######## alu_share_arbiter_flat ########
alu_share_arbiter_flat, cell outlines without signal wires:
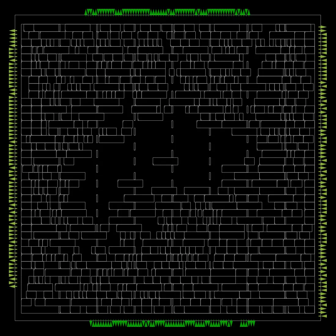

## config.mk

```make
export PLATFORM = sky130hd
export DESIGN_NAME = alu_share_arbiter_flat
export DESIGN_NICKNAME = d
export VERILOG_FILES = /design/src/rtl/alu_share_arbiter_pkg.sv /design/src/rtl/alu_share_arbiter_if.sv /design/src/rtl/alu_share_arbiter_rr_arb2.sv /design/src/rtl/alu_share_arbiter.sv /design/src/flat_wrapper.sv
export SDC_FILE = /design/constraint.sdc
export NUM_CORES = 1
export LEC_CHECK = 0
export CORE_MARGIN = 2
export CORE_UTILIZATION = 42
export CTS_BUF_LIST = sky130_fd_sc_hd__clkbuf_4 sky130_fd_sc_hd__clkbuf_8 sky130_fd_sc_hd__clkbuf_16
export DETAILED_ROUTE_END_ITERATION = 6
export PLACE_DENSITY = 0.95
export SETUP_SLACK_MARGIN = 0.4
export SLEW_MARGIN = 20
export SYNTH_ARGS = -nofsm -noshare
export SYNTH_HDL_FRONTEND = slang
export SYNTH_SLANG_ARGS = --single-unit
export TNS_END_PERCENT = 20
```

## constraint.sdc

```tcl
create_clock -name clk -period 4.3 [get_ports clk]
set_input_delay 0.86 -clock clk [delete_from_list [all_inputs] [get_ports clk]]
set_output_delay 0.86 -clock clk [all_outputs]
set_load 0.05 [all_outputs]
```

## src/rtl/alu_share_arbiter_pkg.sv

```systemverilog
// Shared types and constants for the two-requester ALU sharing arbiter.
package alu_share_arbiter_pkg;

  localparam int unsigned XLEN = 32;
  localparam int unsigned OPW  = 4;

  // RV32I ALU op codes understood by the shared ALU.
  localparam logic [OPW-1:0] AluAdd  = 4'b0000;
  localparam logic [OPW-1:0] AluSub  = 4'b1000;
  localparam logic [OPW-1:0] AluSll  = 4'b0001;
  localparam logic [OPW-1:0] AluSlt  = 4'b0010;
  localparam logic [OPW-1:0] AluSltu = 4'b0011;
  localparam logic [OPW-1:0] AluXor  = 4'b0100;
  localparam logic [OPW-1:0] AluSrl  = 4'b0101;
  localparam logic [OPW-1:0] AluSra  = 4'b1101;
  localparam logic [OPW-1:0] AluOr   = 4'b0110;
  localparam logic [OPW-1:0] AluAnd  = 4'b0111;

  typedef enum logic [1:0] {
    StIdle = 2'b00,
    StExec = 2'b01,
    StResp = 2'b10
  } state_e;

endpackage

```

## src/rtl/alu_share_arbiter_if.sv

```systemverilog
// Request/response handshake bundle for both ALU requesters (index 0: EX, 1: aux unit).
interface alu_share_arbiter_if;

  logic [1:0]                                    req_valid;
  logic [1:0]                                    req_ready;
  logic [1:0][alu_share_arbiter_pkg::OPW-1:0]    req_op;
  logic [1:0][alu_share_arbiter_pkg::XLEN-1:0]   req_a;
  logic [1:0][alu_share_arbiter_pkg::XLEN-1:0]   req_b;
  logic [1:0]                                    rsp_valid;
  logic [1:0]                                    rsp_ready;
  logic [alu_share_arbiter_pkg::XLEN-1:0]        rsp_data;

  modport master (
    output req_valid, req_op, req_a, req_b, rsp_ready,
    input  req_ready, rsp_valid, rsp_data
  );

  modport slave (
    input  req_valid, req_op, req_a, req_b, rsp_ready,
    output req_ready, rsp_valid, rsp_data
  );

endinterface

```

## src/rtl/alu_share_arbiter_rr_arb2.sv

```systemverilog
// Two-way combinational grant: a lone requester wins, ties go to prio_i.
module rr_arb2 (
  input  logic [1:0] valid_i,
  input  logic       prio_i,
  output logic [1:0] gnt_o
);

  always_comb begin
    gnt_o = 2'b00;
    case (valid_i)
      2'b01:   gnt_o = 2'b01;
      2'b10:   gnt_o = 2'b10;
      2'b11:   gnt_o = prio_i ? 2'b10 : 2'b01;
      default: gnt_o = 2'b00;
    endcase
  end

endmodule

```

## src/rtl/alu_share_arbiter.sv

```systemverilog
// Round-robin sharing of one external combinational ALU between two requesters,
// with registered operands/result and valid/ready on both sides.
module alu_share_arbiter
  import alu_share_arbiter_pkg::*;
(
  input  logic                clk,
  input  logic                rst_n,
  alu_share_arbiter_if.slave  bus,
  output logic [OPW-1:0]      alu_op_o,
  output logic [XLEN-1:0]     alu_data1_o,
  output logic [XLEN-1:0]     alu_data2_o,
  input  logic [XLEN-1:0]     alu_result_i
);

  state_e          state_q, state_d;
  logic            prio_q, prio_d;
  logic            owner_q, owner_d;
  logic [OPW-1:0]  op_q, op_d;
  logic [XLEN-1:0] a_q, a_d;
  logic [XLEN-1:0] b_q, b_d;
  logic [XLEN-1:0] data_q, data_d;
  logic [1:0]      rsp_valid_q, rsp_valid_d;
  logic [1:0]      gnt;
  logic [1:0]      req_ready;
  logic            arb_prio;
  logic            accept;

  // In RESP the grant already uses the post-handshake priority, so the non-owner wins ties.
  assign arb_prio = (state_q == StResp) ? ~owner_q : prio_q;

  rr_arb2 u_rr_arb2 (
    .valid_i (bus.req_valid),
    .prio_i  (arb_prio),
    .gnt_o   (gnt)
  );

  always_comb begin
    state_d     = state_q;
    prio_d      = prio_q;
    owner_d     = owner_q;
    op_d        = op_q;
    a_d         = a_q;
    b_d         = b_q;
    data_d      = data_q;
    rsp_valid_d = rsp_valid_q;
    req_ready   = 2'b00;
    accept      = 1'b0;

    unique case (state_q)
      StIdle: begin
        req_ready = gnt;
        accept    = |gnt;
      end
      StExec: begin
        data_d               = alu_result_i;
        rsp_valid_d[owner_q] = 1'b1;
        state_d              = StResp;
      end
      StResp: begin
        if (bus.rsp_ready[owner_q]) begin
          rsp_valid_d = 2'b00;
          prio_d      = ~owner_q;
          req_ready   = gnt;
          accept      = |gnt;
          state_d     = StIdle;
        end
      end
      default: state_d = StIdle;
    endcase

    if (accept) begin
      owner_d = gnt[1];
      op_d    = bus.req_op[gnt[1]];
      a_d     = bus.req_a[gnt[1]];
      b_d     = bus.req_b[gnt[1]];
      state_d = StExec;
    end
  end

  always_ff @(posedge clk or negedge rst_n) begin
    if (!rst_n) begin
      state_q     <= StIdle;
      prio_q      <= 1'b0;
      owner_q     <= 1'b0;
      op_q        <= '0;
      a_q         <= '0;
      b_q         <= '0;
      data_q      <= '0;
      rsp_valid_q <= 2'b00;
    end else begin
      state_q     <= state_d;
      prio_q      <= prio_d;
      owner_q     <= owner_d;
      op_q        <= op_d;
      a_q         <= a_d;
      b_q         <= b_d;
      data_q      <= data_d;
      rsp_valid_q <= rsp_valid_d;
    end
  end

  // Ready is masked during reset so nothing appears accepted while the block is held.
  assign bus.req_ready = req_ready & {2{rst_n}};
  assign bus.rsp_valid = rsp_valid_q;
  assign bus.rsp_data  = data_q;
  assign alu_op_o      = op_q;
  assign alu_data1_o   = a_q;
  assign alu_data2_o   = b_q;

endmodule
```

## src/flat_wrapper.sv

```systemverilog
// flat-port wrapper written by rule: the top's interface ports become plain ports
module alu_share_arbiter_flat import alu_share_arbiter_pkg::*;
  (clk, rst_n, alu_op_o, alu_data1_o, alu_data2_o, alu_result_i, bus_req_valid, bus_req_op, bus_req_a, bus_req_b, bus_rsp_ready, bus_req_ready, bus_rsp_valid, bus_rsp_data);
  alu_share_arbiter_if bus_i ();
  input  logic clk;
  input  logic rst_n;
  output logic [OPW-1:0] alu_op_o;
  output logic [XLEN-1:0] alu_data1_o;
  output logic [XLEN-1:0] alu_data2_o;
  input  logic [XLEN-1:0] alu_result_i;
  input wire logic [$bits(bus_i.req_valid)-1:0] bus_req_valid;
  input wire logic [$bits(bus_i.req_op)-1:0] bus_req_op;
  input wire logic [$bits(bus_i.req_a)-1:0] bus_req_a;
  input wire logic [$bits(bus_i.req_b)-1:0] bus_req_b;
  input wire logic [$bits(bus_i.rsp_ready)-1:0] bus_rsp_ready;
  output wire logic [$bits(bus_i.req_ready)-1:0] bus_req_ready;
  output wire logic [$bits(bus_i.rsp_valid)-1:0] bus_rsp_valid;
  output wire logic [$bits(bus_i.rsp_data)-1:0] bus_rsp_data;
  assign bus_i.req_valid = bus_req_valid;
  assign bus_i.req_op = bus_req_op;
  assign bus_i.req_a = bus_req_a;
  assign bus_i.req_b = bus_req_b;
  assign bus_i.rsp_ready = bus_rsp_ready;
  assign bus_req_ready = bus_i.req_ready;
  assign bus_rsp_valid = bus_i.rsp_valid;
  assign bus_rsp_data = bus_i.rsp_data;
  alu_share_arbiter u_core (.clk(clk), .rst_n(rst_n), .bus(bus_i), .alu_op_o(alu_op_o), .alu_data1_o(alu_data1_o), .alu_data2_o(alu_data2_o), .alu_result_i(alu_result_i));
endmodule
```

######## tl_master_buffer_flat ########
--- config.mk ---
export PLATFORM = sky130hd
export DESIGN_NAME = tl_master_buffer_flat
export DESIGN_NICKNAME = d
export VERILOG_FILES = /design/src/rtl/tl_master_buffer_if.sv /design/src/rtl/tl_master_buffer.sv /design/src/flat_wrapper.sv
export SDC_FILE = /design/constraint.sdc
export NUM_CORES = 1
export LEC_CHECK = 0
export ABC_CLOCK_PERIOD_IN_PS = 13100
export CAP_MARGIN = 20
export CORE_AREA = 5 5 290 292
export CTS_CLUSTER_DIAMETER = 120
export CTS_CLUSTER_SIZE = 25
export DETAILED_ROUTE_END_ITERATION = 10
export DIE_AREA = 0 0 295 297
export PLACE_DENSITY = 0.54
export SYNTH_ARGS = -nofsm -noshare
export SYNTH_HDL_FRONTEND = slang
export SYNTH_HIERARCHICAL = 1
export SYNTH_SLANG_ARGS = --single-unit
--- constraint.sdc ---
create_clock -name clk_i -period 13.1 [get_ports clk_i]
set_input_delay 1.965 -clock clk_i [delete_from_list [all_inputs] [get_ports clk_i]]
set_output_delay 1.965 -clock clk_i [all_outputs]
set_load 0.01 [all_outputs]
--- src/rtl/tl_master_buffer_if.sv ---
// TileLink channel payload types and the five-channel bus interface used by tl_master_buffer.
// Payload field widths are fixed here; every buffer and the bus carry them unmodified.
package tl_pkg;
  typedef struct packed {
    logic [2:0]  opcode;
    logic [2:0]  param;
    logic [3:0]  size;
    logic [7:0]  source;
    logic [31:0] address;
    logic [3:0]  mask;
    logic [31:0] data;
    logic        corrupt;
  } A_chan_bits_t;

  typedef struct packed {
    logic [2:0]  opcode;
    logic [2:0]  param;
    logic [3:0]  size;
    logic [7:0]  source;
    logic [31:0] address;
    logic [3:0]  mask;
    logic [31:0] data;
    logic        corrupt;
  } B_chan_bits_t;

  typedef struct packed {
    logic [2:0]  opcode;
    logic [2:0]  param;
    logic [3:0]  size;
    logic [7:0]  source;
    logic [31:0] address;
    logic [31:0] data;
    logic        corrupt;
  } C_chan_bits_t;

  typedef struct packed {
    logic [2:0]  opcode;
    logic [1:0]  param;
    logic [3:0]  size;
    logic [7:0]  source;
    logic [7:0]  sink;
    logic        denied;
    logic [31:0] data;
    logic        corrupt;
  } D_chan_bits_t;

  typedef struct packed {
    logic [7:0] sink;
  } E_chan_bits_t;
endpackage

interface TL_BUS;
  logic                 a_valid;
  logic                 a_ready;
  tl_pkg::A_chan_bits_t a_bits;
  logic                 b_valid;
  logic                 b_ready;
  tl_pkg::B_chan_bits_t b_bits;
  logic                 c_valid;
  logic                 c_ready;
  tl_pkg::C_chan_bits_t c_bits;
  logic                 d_valid;
  logic                 d_ready;
  tl_pkg::D_chan_bits_t d_bits;
  logic                 e_valid;
  logic                 e_ready;
  tl_pkg::E_chan_bits_t e_bits;

  // Slave side of this connector drives the master-originated channels (A/C/E) onto the bus.
  modport Slave (
    output a_valid, a_bits, input a_ready,
    input  b_valid, b_bits, output b_ready,
    output c_valid, c_bits, input c_ready,
    input  d_valid, d_bits, output d_ready,
    output e_valid, e_bits, input e_ready
  );

  modport Master (
    input  a_valid, a_bits, output a_ready,
    output b_valid, b_bits, input b_ready,
    input  c_valid, c_bits, output c_ready,
    output d_valid, d_bits, input d_ready,
    input  e_valid, e_bits, output e_ready
  );
endinterface

--- src/rtl/tl_master_buffer.sv ---
// Per-channel registered FIFOs between flat TileLink ports and a TL_BUS; 1-cycle latency (0 when DEPTH=0),
// ready depends only on occupancy. Optional stall counters under TL_MASTER_BUF_STALL_CNT_EN.
module tl_mb_fifo #(
  parameter int DEPTH = 2,
  parameter int W     = 8
) (
  input  logic         i_clk,
  input  logic         i_rst,
  input  logic         i_wr_vld,
  output logic         o_wr_rdy,
  input  logic [W-1:0] i_wr_dat,
  output logic         o_rd_vld,
  input  logic         i_rd_rdy,
  output logic [W-1:0] o_rd_dat,
  output logic         o_empty
);
  if (DEPTH == 0) begin : g_pass
    logic w_unused_clk_rst;
    assign w_unused_clk_rst = i_clk ^ i_rst;
    assign o_wr_rdy = i_rd_rdy;
    assign o_rd_vld = i_wr_vld;
    assign o_rd_dat = i_wr_dat;
    assign o_empty  = 1'b1;
  end else begin : g_fifo
    localparam int PW = (DEPTH > 1) ? $clog2(DEPTH) : 1;
    localparam int CW = $clog2(DEPTH + 1);
    localparam logic [PW-1:0] LAST = PW'(DEPTH - 1);
    localparam logic [CW-1:0] FULL = CW'(DEPTH);

    logic [W-1:0]  r_mem [DEPTH];
    logic [PW-1:0] r_wr_ptr;
    logic [PW-1:0] r_rd_ptr;
    logic [CW-1:0] r_cnt;
    logic          w_push;
    logic          w_pop;

    // Ready looks only at the count, never at the downstream ready.
    assign o_wr_rdy = (r_cnt != FULL) && !i_rst;
    assign o_rd_vld = (r_cnt != '0);
    assign o_rd_dat = r_mem[r_rd_ptr];
    assign o_empty  = (r_cnt == '0);
    assign w_push   = i_wr_vld && o_wr_rdy;
    assign w_pop    = o_rd_vld && i_rd_rdy;

    always_ff @(posedge i_clk) begin
      if (w_push) begin
        r_mem[r_wr_ptr] <= i_wr_dat;
      end
    end

    always_ff @(posedge i_clk) begin
      if (i_rst) begin
        r_wr_ptr <= '0;
        r_rd_ptr <= '0;
        r_cnt    <= '0;
      end else begin
        if (w_push) begin
          r_wr_ptr <= (r_wr_ptr == LAST) ? '0 : r_wr_ptr + PW'(1);
        end
        if (w_pop) begin
          r_rd_ptr <= (r_rd_ptr == LAST) ? '0 : r_rd_ptr + PW'(1);
        end
        if (w_push && !w_pop) begin
          r_cnt <= r_cnt + CW'(1);
        end else if (!w_push && w_pop) begin
          r_cnt <= r_cnt - CW'(1);
        end
      end
    end
  end
endmodule

module tl_master_buffer #(
  parameter int A_DEPTH = 2,
  parameter int B_DEPTH = 2,
  parameter int C_DEPTH = 2,
  parameter int D_DEPTH = 2,
  parameter int E_DEPTH = 1
) (
  input  logic                 clk_i,
  input  logic                 rst_i,
  input  logic                 A_valid_i,
  output logic                 A_ready_o,
  input  tl_pkg::A_chan_bits_t A_bits_i,
  output logic                 B_valid_o,
  input  logic                 B_ready_i,
  output tl_pkg::B_chan_bits_t B_bits_o,
  input  logic                 C_valid_i,
  output logic                 C_ready_o,
  input  tl_pkg::C_chan_bits_t C_bits_i,
  output logic                 D_valid_o,
  input  logic                 D_ready_i,
  output tl_pkg::D_chan_bits_t D_bits_o,
  input  logic                 E_valid_i,
  output logic                 E_ready_o,
  input  tl_pkg::E_chan_bits_t E_bits_i,
  output logic                 idle_o,
  output logic [4:0][15:0]     stall_cnt_o,
  TL_BUS.Slave                 master
);
  logic [4:0] w_empty;

  tl_mb_fifo #(.DEPTH(A_DEPTH), .W($bits(tl_pkg::A_chan_bits_t))) u_a_fifo (
    .i_clk(clk_i), .i_rst(rst_i),
    .i_wr_vld(A_valid_i), .o_wr_rdy(A_ready_o), .i_wr_dat(A_bits_i),
    .o_rd_vld(master.a_valid), .i_rd_rdy(master.a_ready), .o_rd_dat(master.a_bits),
    .o_empty(w_empty[0])
  );

  tl_mb_fifo #(.DEPTH(B_DEPTH), .W($bits(tl_pkg::B_chan_bits_t))) u_b_fifo (
    .i_clk(clk_i), .i_rst(rst_i),
    .i_wr_vld(master.b_valid), .o_wr_rdy(master.b_ready), .i_wr_dat(master.b_bits),
    .o_rd_vld(B_valid_o), .i_rd_rdy(B_ready_i), .o_rd_dat(B_bits_o),
    .o_empty(w_empty[1])
  );

  tl_mb_fifo #(.DEPTH(C_DEPTH), .W($bits(tl_pkg::C_chan_bits_t))) u_c_fifo (
    .i_clk(clk_i), .i_rst(rst_i),
    .i_wr_vld(C_valid_i), .o_wr_rdy(C_ready_o), .i_wr_dat(C_bits_i),
    .o_rd_vld(master.c_valid), .i_rd_rdy(master.c_ready), .o_rd_dat(master.c_bits),
    .o_empty(w_empty[2])
  );

  tl_mb_fifo #(.DEPTH(D_DEPTH), .W($bits(tl_pkg::D_chan_bits_t))) u_d_fifo (
    .i_clk(clk_i), .i_rst(rst_i),
    .i_wr_vld(master.d_valid), .o_wr_rdy(master.d_ready), .i_wr_dat(master.d_bits),
    .o_rd_vld(D_valid_o), .i_rd_rdy(D_ready_i), .o_rd_dat(D_bits_o),
    .o_empty(w_empty[3])
  );

  tl_mb_fifo #(.DEPTH(E_DEPTH), .W($bits(tl_pkg::E_chan_bits_t))) u_e_fifo (
    .i_clk(clk_i), .i_rst(rst_i),
    .i_wr_vld(E_valid_i), .o_wr_rdy(E_ready_o), .i_wr_dat(E_bits_i),
    .o_rd_vld(master.e_valid), .i_rd_rdy(master.e_ready), .o_rd_dat(master.e_bits),
    .o_empty(w_empty[4])
  );

  // Pass-through channels report empty permanently, so they never hold idle low.
  assign idle_o = &w_empty;

`ifdef TL_MASTER_BUF_STALL_CNT_EN
  logic [4:0]       w_stall;
  logic [4:0][15:0] r_stall_cnt;

  // Stall is seen on each channel's upstream side: the master for A/C/E, the bus for B/D.
  assign w_stall = {E_valid_i & ~E_ready_o,
                    master.d_valid & ~master.d_ready,
                    C_valid_i & ~C_ready_o,
                    master.b_valid & ~master.b_ready,
                    A_valid_i & ~A_ready_o};

  always_ff @(posedge clk_i) begin
    if (rst_i) begin
      r_stall_cnt <= '0;
    end else begin
      for (int i = 0; i < 5; i++) begin
        if (w_stall[i] && (r_stall_cnt[i] != 16'hFFFF)) begin
          r_stall_cnt[i] <= r_stall_cnt[i] + 16'd1;
        end
      end
    end
  end

  assign stall_cnt_o = r_stall_cnt;
`else
  assign stall_cnt_o = '0;
`endif
endmodule

--- src/flat_wrapper.sv ---
// flat-port wrapper written by rule: the top's interface ports become plain ports
module tl_master_buffer_flat 
#(
  parameter int A_DEPTH = 2,
  parameter int B_DEPTH = 2,
  parameter int C_DEPTH = 2,
  parameter int D_DEPTH = 2,
  parameter int E_DEPTH = 1
)
  (clk_i, rst_i, A_valid_i, A_ready_o, A_bits_i, B_valid_o, B_ready_i, B_bits_o, C_valid_i, C_ready_o, C_bits_i, D_valid_o, D_ready_i, D_bits_o, E_valid_i, E_ready_o, E_bits_i, idle_o, stall_cnt_o, master_a_valid, master_a_bits, master_a_ready, master_b_valid, master_b_bits, master_b_ready, master_c_valid, master_c_bits, master_c_ready, master_d_valid, master_d_bits, master_d_ready, master_e_valid, master_e_bits, master_e_ready);
  TL_BUS master_i ();
  input  logic clk_i;
  input  logic rst_i;
  input  logic A_valid_i;
  output logic A_ready_o;
  input  tl_pkg::A_chan_bits_t A_bits_i;
  output logic B_valid_o;
  input  logic B_ready_i;
  output tl_pkg::B_chan_bits_t B_bits_o;
  input  logic C_valid_i;
  output logic C_ready_o;
  input  tl_pkg::C_chan_bits_t C_bits_i;
  output logic D_valid_o;
  input  logic D_ready_i;
  output tl_pkg::D_chan_bits_t D_bits_o;
  input  logic E_valid_i;
  output logic E_ready_o;
  input  tl_pkg::E_chan_bits_t E_bits_i;
  output logic idle_o;
  output logic [4:0][15:0] stall_cnt_o;
  output wire logic [$bits(master_i.a_valid)-1:0] master_a_valid;
  output wire logic [$bits(master_i.a_bits)-1:0] master_a_bits;
  input wire logic [$bits(master_i.a_ready)-1:0] master_a_ready;
  input wire logic [$bits(master_i.b_valid)-1:0] master_b_valid;
  input wire logic [$bits(master_i.b_bits)-1:0] master_b_bits;
  output wire logic [$bits(master_i.b_ready)-1:0] master_b_ready;
  output wire logic [$bits(master_i.c_valid)-1:0] master_c_valid;
  output wire logic [$bits(master_i.c_bits)-1:0] master_c_bits;
  input wire logic [$bits(master_i.c_ready)-1:0] master_c_ready;
  input wire logic [$bits(master_i.d_valid)-1:0] master_d_valid;
  input wire logic [$bits(master_i.d_bits)-1:0] master_d_bits;
  output wire logic [$bits(master_i.d_ready)-1:0] master_d_ready;
  output wire logic [$bits(master_i.e_valid)-1:0] master_e_valid;
  output wire logic [$bits(master_i.e_bits)-1:0] master_e_bits;
  input wire logic [$bits(master_i.e_ready)-1:0] master_e_ready;
  assign master_a_valid = master_i.a_valid;
  assign master_a_bits = master_i.a_bits;
  assign master_i.a_ready = master_a_ready;
  assign master_i.b_valid = master_b_valid;
  assign master_i.b_bits = master_b_bits;
  assign master_b_ready = master_i.b_ready;
  assign master_c_valid = master_i.c_valid;
  assign master_c_bits = master_i.c_bits;
  assign master_i.c_ready = master_c_ready;
  assign master_i.d_valid = master_d_valid;
  assign master_i.d_bits = master_d_bits;
  assign master_d_ready = master_i.d_ready;
  assign master_e_valid = master_i.e_valid;
  assign master_e_bits = master_i.e_bits;
  assign master_i.e_ready = master_e_ready;
  tl_master_buffer #(.A_DEPTH(A_DEPTH), .B_DEPTH(B_DEPTH), .C_DEPTH(C_DEPTH), .D_DEPTH(D_DEPTH), .E_DEPTH(E_DEPTH)) u_core (.clk_i(clk_i), .rst_i(rst_i), .A_valid_i(A_valid_i), .A_ready_o(A_ready_o), .A_bits_i(A_bits_i), .B_valid_o(B_valid_o), .B_ready_i(B_ready_i), .B_bits_o(B_bits_o), .C_valid_i(C_valid_i), .C_ready_o(C_ready_o), .C_bits_i(C_bits_i), .D_valid_o(D_valid_o), .D_ready_i(D_ready_i), .D_bits_o(D_bits_o), .E_valid_i(E_valid_i), .E_ready_o(E_ready_o), .E_bits_i(E_bits_i), .idle_o(idle_o), .stall_cnt_o(stall_cnt_o), .master(master_i));
endmodule
######## rvfpm_issue_queue ########
[src/rtl/rvfpm_issue_queue.sv]
// rvfpm_issue_queue: in-order instruction buffer in front of the rvfpm FPU.
// Holds offloaded instructions and presents the oldest one to the FPU.
module rvfpm_issue_queue #(
  parameter int unsigned X_ID_WIDTH  = 4,
  parameter int unsigned QUEUE_DEPTH = 4,
  parameter int unsigned XLEN        = 32
) (
  input  logic                             ck,
  input  logic                             rst,
  input  logic                             in_valid,
  output logic                             in_ready,
  input  logic [31:0]                      in_instruction,
  input  logic [X_ID_WIDTH-1:0]            in_id,
  input  logic [XLEN-1:0]                  in_xreg_data,
  input  logic                             flush,
  input  logic                             fpu_ready,
  output logic                             enable,
  output logic [31:0]                      instruction,
  output logic [X_ID_WIDTH-1:0]            id,
  output logic [XLEN-1:0]                  data_fromXReg,
  output logic [$clog2(QUEUE_DEPTH+1)-1:0] count,
  output logic                             full,
  output logic                             empty
);

  localparam int unsigned CW = $clog2(QUEUE_DEPTH + 1);
  localparam int unsigned PW =
    (QUEUE_DEPTH > 1) ? $clog2(QUEUE_DEPTH) : 1;

  typedef struct packed {
    logic [31:0]           instr;
    logic [X_ID_WIDTH-1:0] id;
    logic [XLEN-1:0]       xreg;
  } entry_t;

  entry_t          mem_q [QUEUE_DEPTH];
  entry_t          in_entry;
  entry_t          head;
  logic [PW-1:0]   rptr_q, rptr_d;
  logic [PW-1:0]   wptr_q, wptr_d;
  logic [CW-1:0]   count_q, count_d;
  logic            full_s, empty_s;
  logic            push, pop;

  // Modulo increment so non-power-of-two depths wrap correctly.
  function automatic logic [PW-1:0] wrap_inc(input logic [PW-1:0] p);
    return (p == PW'(QUEUE_DEPTH - 1)) ? '0 : p + PW'(1);
  endfunction

  assign full_s   = (count_q == CW'(QUEUE_DEPTH));
  assign empty_s  = (count_q == '0);
  assign in_ready = !full_s && !flush;
  assign push     = in_valid && in_ready;
  assign pop      = !empty_s && fpu_ready;

  assign in_entry = '{instr: in_instruction,
                      id:    in_id,
                      xreg:  in_xreg_data};

  always_comb begin
    rptr_d  = rptr_q;
    wptr_d  = wptr_q;
    count_d = count_q;
    if (flush) begin
      rptr_d  = '0;
      wptr_d  = '0;
      count_d = '0;
    end else begin
      if (push) wptr_d = wrap_inc(wptr_q);
      if (pop)  rptr_d = wrap_inc(rptr_q);
      unique case ({push, pop})
        2'b10:   count_d = count_q + CW'(1);
        2'b01:   count_d = count_q - CW'(1);
        default: count_d = count_q;
      endcase
    end
  end

  always_ff @(posedge ck or posedge rst) begin
    if (rst) begin
      rptr_q  <= '0;
      wptr_q  <= '0;
      count_q <= '0;
    end else begin
      rptr_q  <= rptr_d;
      wptr_q  <= wptr_d;
      count_q <= count_d;
    end
  end

  // Payload needs no reset: outputs are masked whenever the queue is empty.
  always_ff @(posedge ck) begin
    if (push) mem_q[wptr_q] <= in_entry;
  end

  assign head          = mem_q[rptr_q];
  assign enable        = !empty_s;
  assign instruction   = empty_s ? '0 : head.instr;
  assign id            = empty_s ? '0 : head.id;
  assign data_fromXReg = empty_s ? '0 : head.xreg;
  assign count         = count_q;
  assign full          = full_s;
  assign empty         = empty_s;

endmodule

[config.mk]
export PLATFORM = sky130hd
export DESIGN_NAME = rvfpm_issue_queue
export DESIGN_NICKNAME = d
export VERILOG_FILES = /design/src/rtl/rvfpm_issue_queue.sv
export SDC_FILE = /design/constraint.sdc
export NUM_CORES = 1
export LEC_CHECK = 0
export ABC_AREA = 1
export CAP_MARGIN = 10
export CELL_PAD_IN_SITES_DETAIL_PLACEMENT = 1
export CELL_PAD_IN_SITES_GLOBAL_PLACEMENT = 1
export CORE_ASPECT_RATIO = 0.7
export CORE_MARGIN = 2
export CORE_UTILIZATION = 40
export CTS_BUF_LIST = sky130_fd_sc_hd__clkbuf_16
export DETAILED_ROUTE_END_ITERATION = 8
export PLACE_DENSITY_LB_ADDON = 0.1
export SLEW_MARGIN = 15
export SYNTH_ARGS = -nofsm -noshare
export SYNTH_HDL_FRONTEND = slang
export SYNTH_SLANG_ARGS = --single-unit
export TNS_END_PERCENT = 1
[constraint.sdc]
create_clock -name ck -period 3.9 [get_ports ck]
set_input_delay 0.78 -clock ck [delete_from_list [all_inputs] [get_ports ck]]
set_output_delay 0.78 -clock ck [all_outputs]
set_load 0.1 [all_outputs]
######## usb3_ep0out_buf ########
**src/rtl/usb3_ep0out_buf.sv**
```systemverilog
// rtl/usb3_ep0out_buf.sv - EP0 OUT receive packet buffer with 2-clock read pipeline
module usb3_ep0out_buf #(
  parameter int ADDR_W = 4
) (
  input  logic              clk,
  input  logic              reset_n,
  output logic              buf_ready,
  input  logic              buf_wr_start,
  input  logic              buf_wr_we,
  input  logic [31:0]       buf_wr_dat,
  input  logic              buf_wr_done,
  input  logic [ADDR_W+2:0] buf_wr_len,
  input  logic              buf_wr_abort,
  output logic              buf_ovf,
  output logic              rd_avail,
  output logic [ADDR_W+2:0] rd_len,
  input  logic              rd_pop,
  output logic [31:0]       rd_dat,
  output logic              rd_valid,
  output logic              rd_last,
  input  logic              rd_flush
);

  localparam int DEPTH = 1 << ADDR_W;
  localparam int LW    = ADDR_W + 3;
  localparam logic [LW-1:0] MAX_LEN = LW'(4 * DEPTH);

  typedef enum logic [1:0] {S_IDLE, S_RECV, S_FULL} state_t;

  state_t state, state_nxt;

  logic [31:0]       mem [DEPTH];
  logic [ADDR_W:0]   wptr;
  logic [ADDR_W:0]   wr_addr;
  logic [ADDR_W:0]   rptr;
  logic [ADDR_W:0]   rptr_inc;
  logic [ADDR_W:0]   nwords;
  logic              ovf_q;
  logic [ADDR_W-1:0] rd_addr;
  logic              p1_valid;
  logic              p1_last;

  logic restart, wr_fire, ovf_set, drop, commit, pop_ok, flush_ok, leave_full;

  // wptr reaching DEPTH (top bit set) means the buffer is full; no wrap
  assign rptr_inc  = rptr + 1'b1;
  assign buf_ready = (state != S_FULL);
  assign rd_avail  = (state == S_FULL);

  // next-state and per-cycle action strobes
  always_comb begin
    state_nxt  = state;
    restart    = 1'b0;
    wr_fire    = 1'b0;
    ovf_set    = 1'b0;
    drop       = 1'b0;
    commit     = 1'b0;
    pop_ok     = 1'b0;
    flush_ok   = 1'b0;
    leave_full = 1'b0;
    wr_addr    = buf_wr_start ? '0 : wptr;
    case (state)
      S_IDLE: begin
        if (buf_wr_start) begin
          state_nxt = S_RECV;
          restart   = 1'b1;
        end
      end
      S_RECV: begin
        if (buf_wr_we && !buf_wr_abort) begin
          if (wr_addr[ADDR_W]) ovf_set = 1'b1;
          else                 wr_fire = 1'b1;
        end
        if (buf_wr_abort) begin
          state_nxt = S_IDLE;
        end else if (buf_wr_start) begin
          restart = 1'b1;
        end else if (buf_wr_done) begin
          if (ovf_q || ovf_set || (buf_wr_len > MAX_LEN)) begin
            drop      = 1'b1;
            state_nxt = S_IDLE;
          end else begin
            commit    = 1'b1;
            state_nxt = S_FULL;
          end
        end
      end
      S_FULL: begin
        if (rd_flush) begin
          flush_ok   = 1'b1;
          leave_full = 1'b1;
          state_nxt  = S_IDLE;
        end else begin
          pop_ok = rd_pop && (rptr < nwords);
          if (rd_valid && rd_last) begin
            leave_full = 1'b1;
            state_nxt  = S_IDLE;
          end
        end
      end
      default: state_nxt = S_IDLE;
    endcase
  end

  // FSM state register
  always_ff @(posedge clk or negedge reset_n) begin
    if (!reset_n) state <= S_IDLE;
    else          state <= state_nxt;
  end

  // payload RAM write port (contents need no reset)
  always_ff @(posedge clk) begin
    if (wr_fire) mem[wr_addr[ADDR_W-1:0]] <= buf_wr_dat;
  end

  // write pointer, sticky overflow flag and drop pulse
  always_ff @(posedge clk or negedge reset_n) begin
    if (!reset_n) begin
      wptr    <= '0;
      ovf_q   <= 1'b0;
      buf_ovf <= 1'b0;
    end else begin
      if (wr_fire)      wptr <= wr_addr + 1'b1;
      else if (restart) wptr <= '0;
      if (restart)      ovf_q <= 1'b0;
      else if (ovf_set) ovf_q <= 1'b1;
      buf_ovf <= drop;
    end
  end

  // committed packet length, word count and read issue pointer
  always_ff @(posedge clk or negedge reset_n) begin
    if (!reset_n) begin
      rd_len <= '0;
      nwords <= '0;
      rptr   <= '0;
    end else if (commit) begin
      rd_len <= buf_wr_len;
      nwords <= (ADDR_W+1)'((buf_wr_len + LW'(3)) >> 2);
      rptr   <= '0;
    end else begin
      if (leave_full) rd_len <= '0;
      if (pop_ok)     rptr   <= rptr_inc;
    end
  end

  // read pipeline: address register, then output register; flush squashes both
  always_ff @(posedge clk or negedge reset_n) begin
    if (!reset_n) begin
      rd_addr  <= '0;
      p1_valid <= 1'b0;
      p1_last  <= 1'b0;
      rd_dat   <= '0;
      rd_valid <= 1'b0;
      rd_last  <= 1'b0;
    end else begin
      p1_valid <= pop_ok;
      if (pop_ok) begin
        rd_addr <= rptr[ADDR_W-1:0];
        p1_last <= (rptr_inc == nwords);
      end
      rd_valid <= p1_valid && !flush_ok;
      rd_last  <= p1_valid && p1_last && !flush_ok;
      if (p1_valid && !flush_ok) rd_dat <= mem[rd_addr];
    end
  end

endmodule

```
**config.mk**
```make
export PLATFORM = sky130hd
export DESIGN_NAME = usb3_ep0out_buf
export DESIGN_NICKNAME = d
export VERILOG_FILES = /design/src/rtl/usb3_ep0out_buf.sv
export SDC_FILE = /design/constraint.sdc
export NUM_CORES = 1
export LEC_CHECK = 0
export CORE_UTILIZATION = 45
export CTS_CLUSTER_DIAMETER = 60
export DETAILED_ROUTE_END_ITERATION = 16
export HOLD_SLACK_MARGIN = 0.1
export MAX_ROUTING_LAYER = met4
export SYNTH_ARGS = -nofsm -noshare
export SYNTH_HDL_FRONTEND = slang
export SYNTH_SLANG_ARGS = --single-unit
```
**constraint.sdc**
```tcl
create_clock -name clk -period 8.4 [get_ports clk]
set_input_delay 1.68 -clock clk [delete_from_list [all_inputs] [get_ports clk]]
set_output_delay 1.68 -clock clk [all_outputs]
set_load 0.005 [all_outputs]
```

==> gallery <==
The metal 2 layer.
(a)
Scale: 1 px per µm.
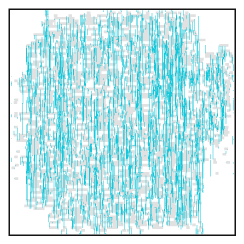
(b)
Scale: 2 px per µm.
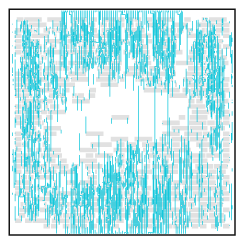
(c)
Scale: 1 px per µm.
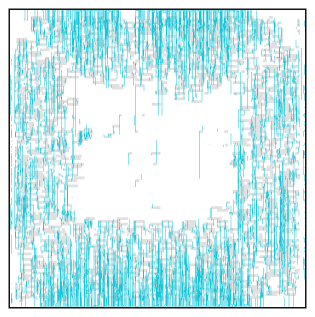
(d)
Scale: 1.5 px per µm.
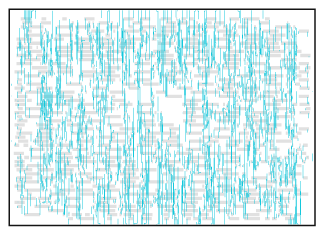
- smallest die: (b)
- largest die: (c)
| picture | from |
|---|---|
| (a) | usb3_ep0out_buf |
| (b) | alu_share_arbiter_flat |
| (c) | tl_master_buffer_flat |
| (d) | rvfpm_issue_queue |

Key to (a):
The longest straight run is 87.0 µm. The layer carries 22.4 mm of wire.

tl_master_buffer_flat, M1 wires:
Scale: 1 px per µm. Supply wires on this layer in gray.
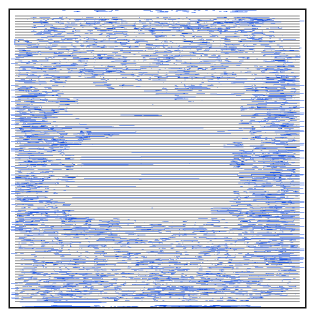
The longest straight run is 173 µm. The wires run mostly horizontal.
global-route met1 utilization: 16.1%
via count: 12,800
Routed WL: 65,800 µm

tl_master_buffer_flat, the metal 4 layer:
Scale: 1 px per µm. Supply wires on this layer in gray.
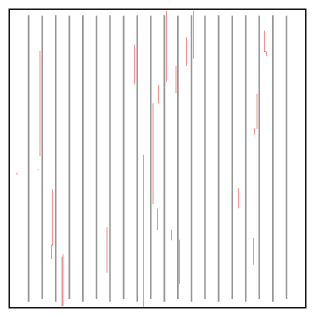
10 nets have wire on it. The longest straight run is 152 µm. The wires run mostly vertical. The layer carries 997 µm of wire.

==> reports/metrics.cfg, tl_master_buffer_flat <==
[run_status]
status = finished, final reports clean

[die]
fp-row-count = 105
num_io_pins = 751

[min_path]
holdPathStages = 2
worstHoldStart = u_core/u_c_fifo/g_fifo.r_rd_ptr

[power_and_ir_drop]
p_seq_share_pct = 48.1
seq_power_uw = 2620
comb_cell_power_uw = 1740
p_int_uw = 3950

[final_timing]
setup_ws_ps = 8040
rsz0062_at_grt = no
period_used_pct = 38.6
layout_min_cycle_time_ps = 5060
timing.hold.ws_ps = 508

[global_routing]
grt_pass1_wl_um = 92300
grt_max_degree = 64

[route]
drt_iter0_drc = 545
highest_layer = met5
drt-met1-wl_um = 25100
wl_met3_um = 5220

[finish]
biggestCellCategory = registers
syn2layout_area_growth_pct = 34.2
utilization_pct = 41.2
logic_area_um2 = 4700
clock_area_share_pct = 2.59
final_layout_size_suffix_gt1_share_pct = 20.8

[clock_tree]
htree_levels = 1
clkSinkCount = 661
clockBufferDepth = 3

[logic_synthesis]
ys_chip_area_um2 = 25000
synth_cell_types = 27
synth_flops = 661
synth_area_per_cell_um2 = 20.9
yosys_warnings = 6
ys_sh_simple_pct = 1.11
ys_cells = 1195

[critical_path]
worstSetupPathType = register to primary output
critical_path.endpoint = master_a_bits[5]
cpPeakStageDelay_ps = 800

[job]
drv_cap = 0

[place]
gp_congestion = 0.757

## tl_master_buffer_flat: sequential cells by signal, summed over array words and instances, names as in the netlist, 2 cells and up, named ones only
name                          flops
u_core/u_a_fifo/g_fifo.r_cnt      2
u_core/u_d_fifo/g_fifo.r_mem    118
u_core/u_b_fifo/g_fifo.r_mem    174
u_core/u_b_fifo/g_fifo.r_cnt      2
u_core/u_c_fifo/g_fifo.r_cnt      2
u_core/u_d_fifo/g_fifo.r_cnt      2
u_core/u_c_fifo/g_fifo.r_mem    166
u_core/u_a_fifo/g_fifo.r_mem    174
u_core/u_e_fifo/g_fifo.r_mem      8
usb3_ep0out_buf, metal 3:
Scale: 1.5 px per µm.
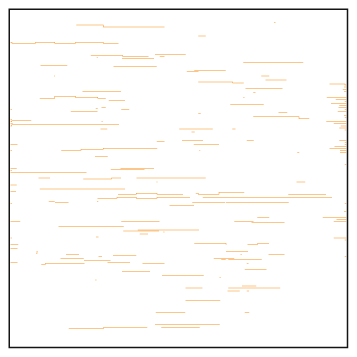
The longest straight run is 86.0 µm. The layer holds 4.9% of the routed length. The wires run mostly horizontal. 96 nets have wire on it. The layer carries 2,300 µm of wire.
via count: 10,600
Routed WL: 47,100 µm
met3 Usage GRT: 3.45%

==> reports/metrics.cfg, usb3_ep0out_buf <==
[run_status]
status = finished, final reports clean

[route]
wl_met2_um = 22400
drt_first_pass_iters = 5

[min_path]
worstHoldStart = p1_last

[logic_synthesis]
synth_flops = 578
synth.cell_area_um2 = 22300
synthAoiAreaFrac_pct = 3.27
ys_top_logic_family = multiplexers
ys_async_sr_fraction_pct = 11.4
fp_nets = 1109
top_area_share_pct = 69.0

[clock_tree]
tritoncts = done

[die]
fp-row-count = 81
num_io_pins = 91

[finish]
lay_top_count = edfxtp_1
utilization_pct = 53.2
final_cell_mix = edfxtp_1, mux4_2, clkdlybuf4s50_1, mux2i_1, dfrtp_1
comb_area_share_pct = 19.5

[global_routing]
grtUsageTotal_pct = 20.0
grt.busiest_layer = met2

[critical_path]
path_max_fanout = 20

[final_timing]
final.setup.tns_ps = 0

[usb3_ep0out_buf: stage by stage]
| step | instances | setup slack [ps] | hold slack [ps] | instance area (µm²) |
|---|---|---|---|---|
| 3_5_place_dp | 1781 | 3720 | 462 | 24100 |
| 2_1_floorplan | 1052 | 4140 | 446 | 22300 |
| 6_report | 1898 | 4340 | 473 | 26000 |
| 5_1_grt | 1898 | 4090 | 512 | 26000 |
| 3_3_place_gp | 1781 | 3810 | 483 | 24100 |
| 4_1_cts | 1896 | 4340 | 475 | 26000 |
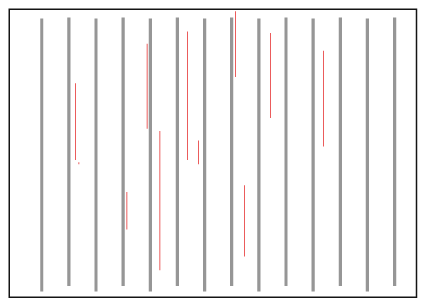
rvfpm_issue_queue: the metal 4 layer
Scale: 2 px per µm. Supply wires on this layer in gray.
The longest straight run is 69.4 µm. 6 nets have wire on it.
via count: 7,041
Routed WL: 27,000 µm

rvfpm_issue_queue, M1 wires:
Scale: 2 px per µm. Supply wires on this layer in gray.
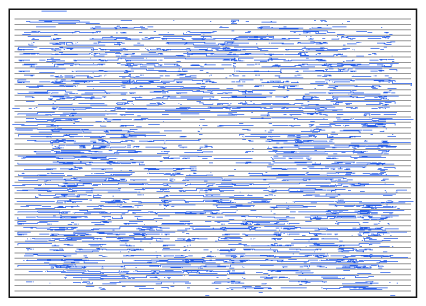
The layer holds 48% of the routed length. The wires run mostly horizontal. 977 nets have wire on it. The layer carries 13,000 µm of wire. The longest straight run is 74.1 µm.
global-route met1 utilization: 27.1%

==> reports/metrics.cfg, rvfpm_issue_queue <==
[finish]
fillerInstances = 2628
nonClockInverterCount = 15
fin_cells = 1395
final_cell_mix = nor2_1, edfxtp_1, o21ai_0, clkdlybuf4s50_1, buf_12

[clock_tree]
postCtsResizedCells = 0
tritoncts = done
clkSinkCount = 279

[die]
die_x_um = 203
fp-row-count = 50

[logic_synthesis]
synth_flops = 279
synth.cell_area_um2 = 11100
postSynthSeqShare_pct = 75.3
top_area_share_pct = 73.8

[final_timing]
final.setup.tns_ps = 0
relSlewSlack_pct = 33.0

[critical_path]
startpoint_type = register
worstReg2RegStart = count[0]

[power_and_ir_drop]
leakage_uw = 0.00502

[run_status]
status = finished, final reports clean

[global_routing]
grt_pass1_wl_um = 42000
grt_use_met2_pct = 30.1
grt_pass1_vias = 7277

[route]
drt_iter0_drc = 348

[place]
post-place-ws_ps = 752

rvfpm_issue_queue: path summary, 6_finish.rpt:
kind | slack, ps | endpoint | cells past startpoint
worst max-delay path | 620 | data_fromXReg[6] | 6
worst min-delay path | 510 | wptr_q[0] | 2
worst max register to register | 1660 | count[2] | 11
worst min register to register | 580 | wptr_q[0] | 1
max in group asynchronous | 3120 | rptr_q[0] | 2
min in group ck | 580 | wptr_q[0] | 1
rvfpm_issue_queue: registers in the layout, summed over array words and instances, names as in the netlist:
signal / count
count: 3
mem_q: 272
rptr_q: 2
wptr_q: 2
alu_share_arbiter_flat, metal 3:
Scale: 3 px per µm.
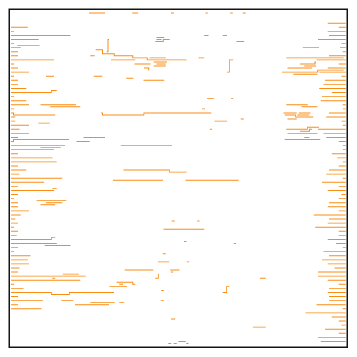
199 nets have wire on it. The layer carries 1,380 µm of wire. The longest straight run is 24.6 µm.
met3 Usage GRT: 6.16%
via count: 5,047

Notes on 'cell outlines without signal wires' of alu_share_arbiter_flat above:
share of the core filled with cells: 70.3%
Non-Filler Instances: 890

==> reports/metrics.cfg, alu_share_arbiter_flat <==
[run_status]
status = finished, final reports clean

[critical_path]
slowest_stage = buf_2
crit_path_end_kind = primary output
ff2ff_setup_slack_ps = 1740
cp.required_ps = 3440
cpLargestDelayFamily = buffers and inverters
path_buffers = 3
path_max_fanout = 29
cp.arrival_ps = 2300

[route]
wl_met3_um = 1380
via_per_inst = 5.67
drt_first_pass_iters = 5
drt-met1-wl_um = 6080
ant_nets = 0

[finish]
lay_top_count = clkdlybuf4s50_1
diodes = 0
logic_area_um2 = 2040
clock_area_share_pct = 3.94

[logic_synthesis]
edf_count = 0
ys_chip_area_um2 = 4910
ys_top_logic_family = AND-OR/OR-AND gates
synth.most_common_cell = dfrtp_1
synth_cell_types = 27
ff_type = dfrtp_1
ys_cells = 495

[place]
post-place-ws_ps = 1170
post_dp_cell_area_um2 = 7710
place_inst = 874

[die]
die_h_um = 112

[clock_tree]
clock_latency_ps = 340
hold_buffers = 0

[power_and_ir_drop]
top_power_group = combinational cells
seq_power_uw = 1830
p_seq_share_pct = 25.4
p_int_uw = 3550
clockPowerShare_pct = 11.8
vdd_ir_drop_max_mv = 0.726

[final_timing]
slew_violations = 0
timing.hold.ws_ps = 483

[job]
tool_warnings = 26
drv_cap = 0

## alu_share_arbiter_flat: worst min-delay path: cells and delay by family, from the launching register on
kind | cells | cell delay [ps]
AND-OR/OR-AND | 1 | 60
flip-flops | 1 | 340
AND/OR/NAND/NOR | 1 | 50
## alu_share_arbiter_flat: state kept, by name, indices dropped and copies added (netlist names)
register / count
u_core.prio_q: 1
u_core.owner_q: 1
u_core.alu_op_o: 4
u_core.alu_data2_o: 32
u_core.bus.rsp_valid: 2
u_core.alu_data1_o: 32
u_core.state_q: 2
u_core.bus.rsp_data: 32


## Gallery

Cell outlines without signal wires.
shot_01.png
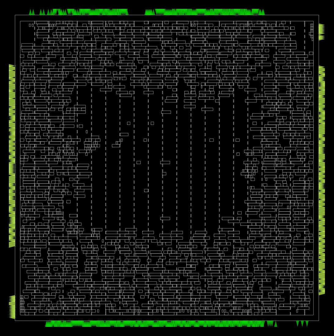
shot_02.png
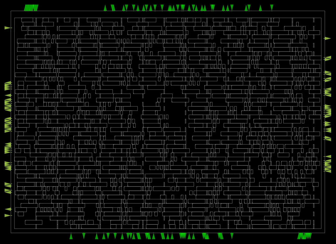
shot_03.png
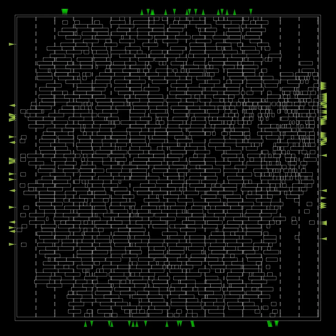
Of these, most cells: shot_01.png
Of these, fewest cells: shot_02.png
shot_02.png: rvfpm_issue_queue
shot_03.png: usb3_ep0out_buf
shot_01.png: tl_master_buffer_flat

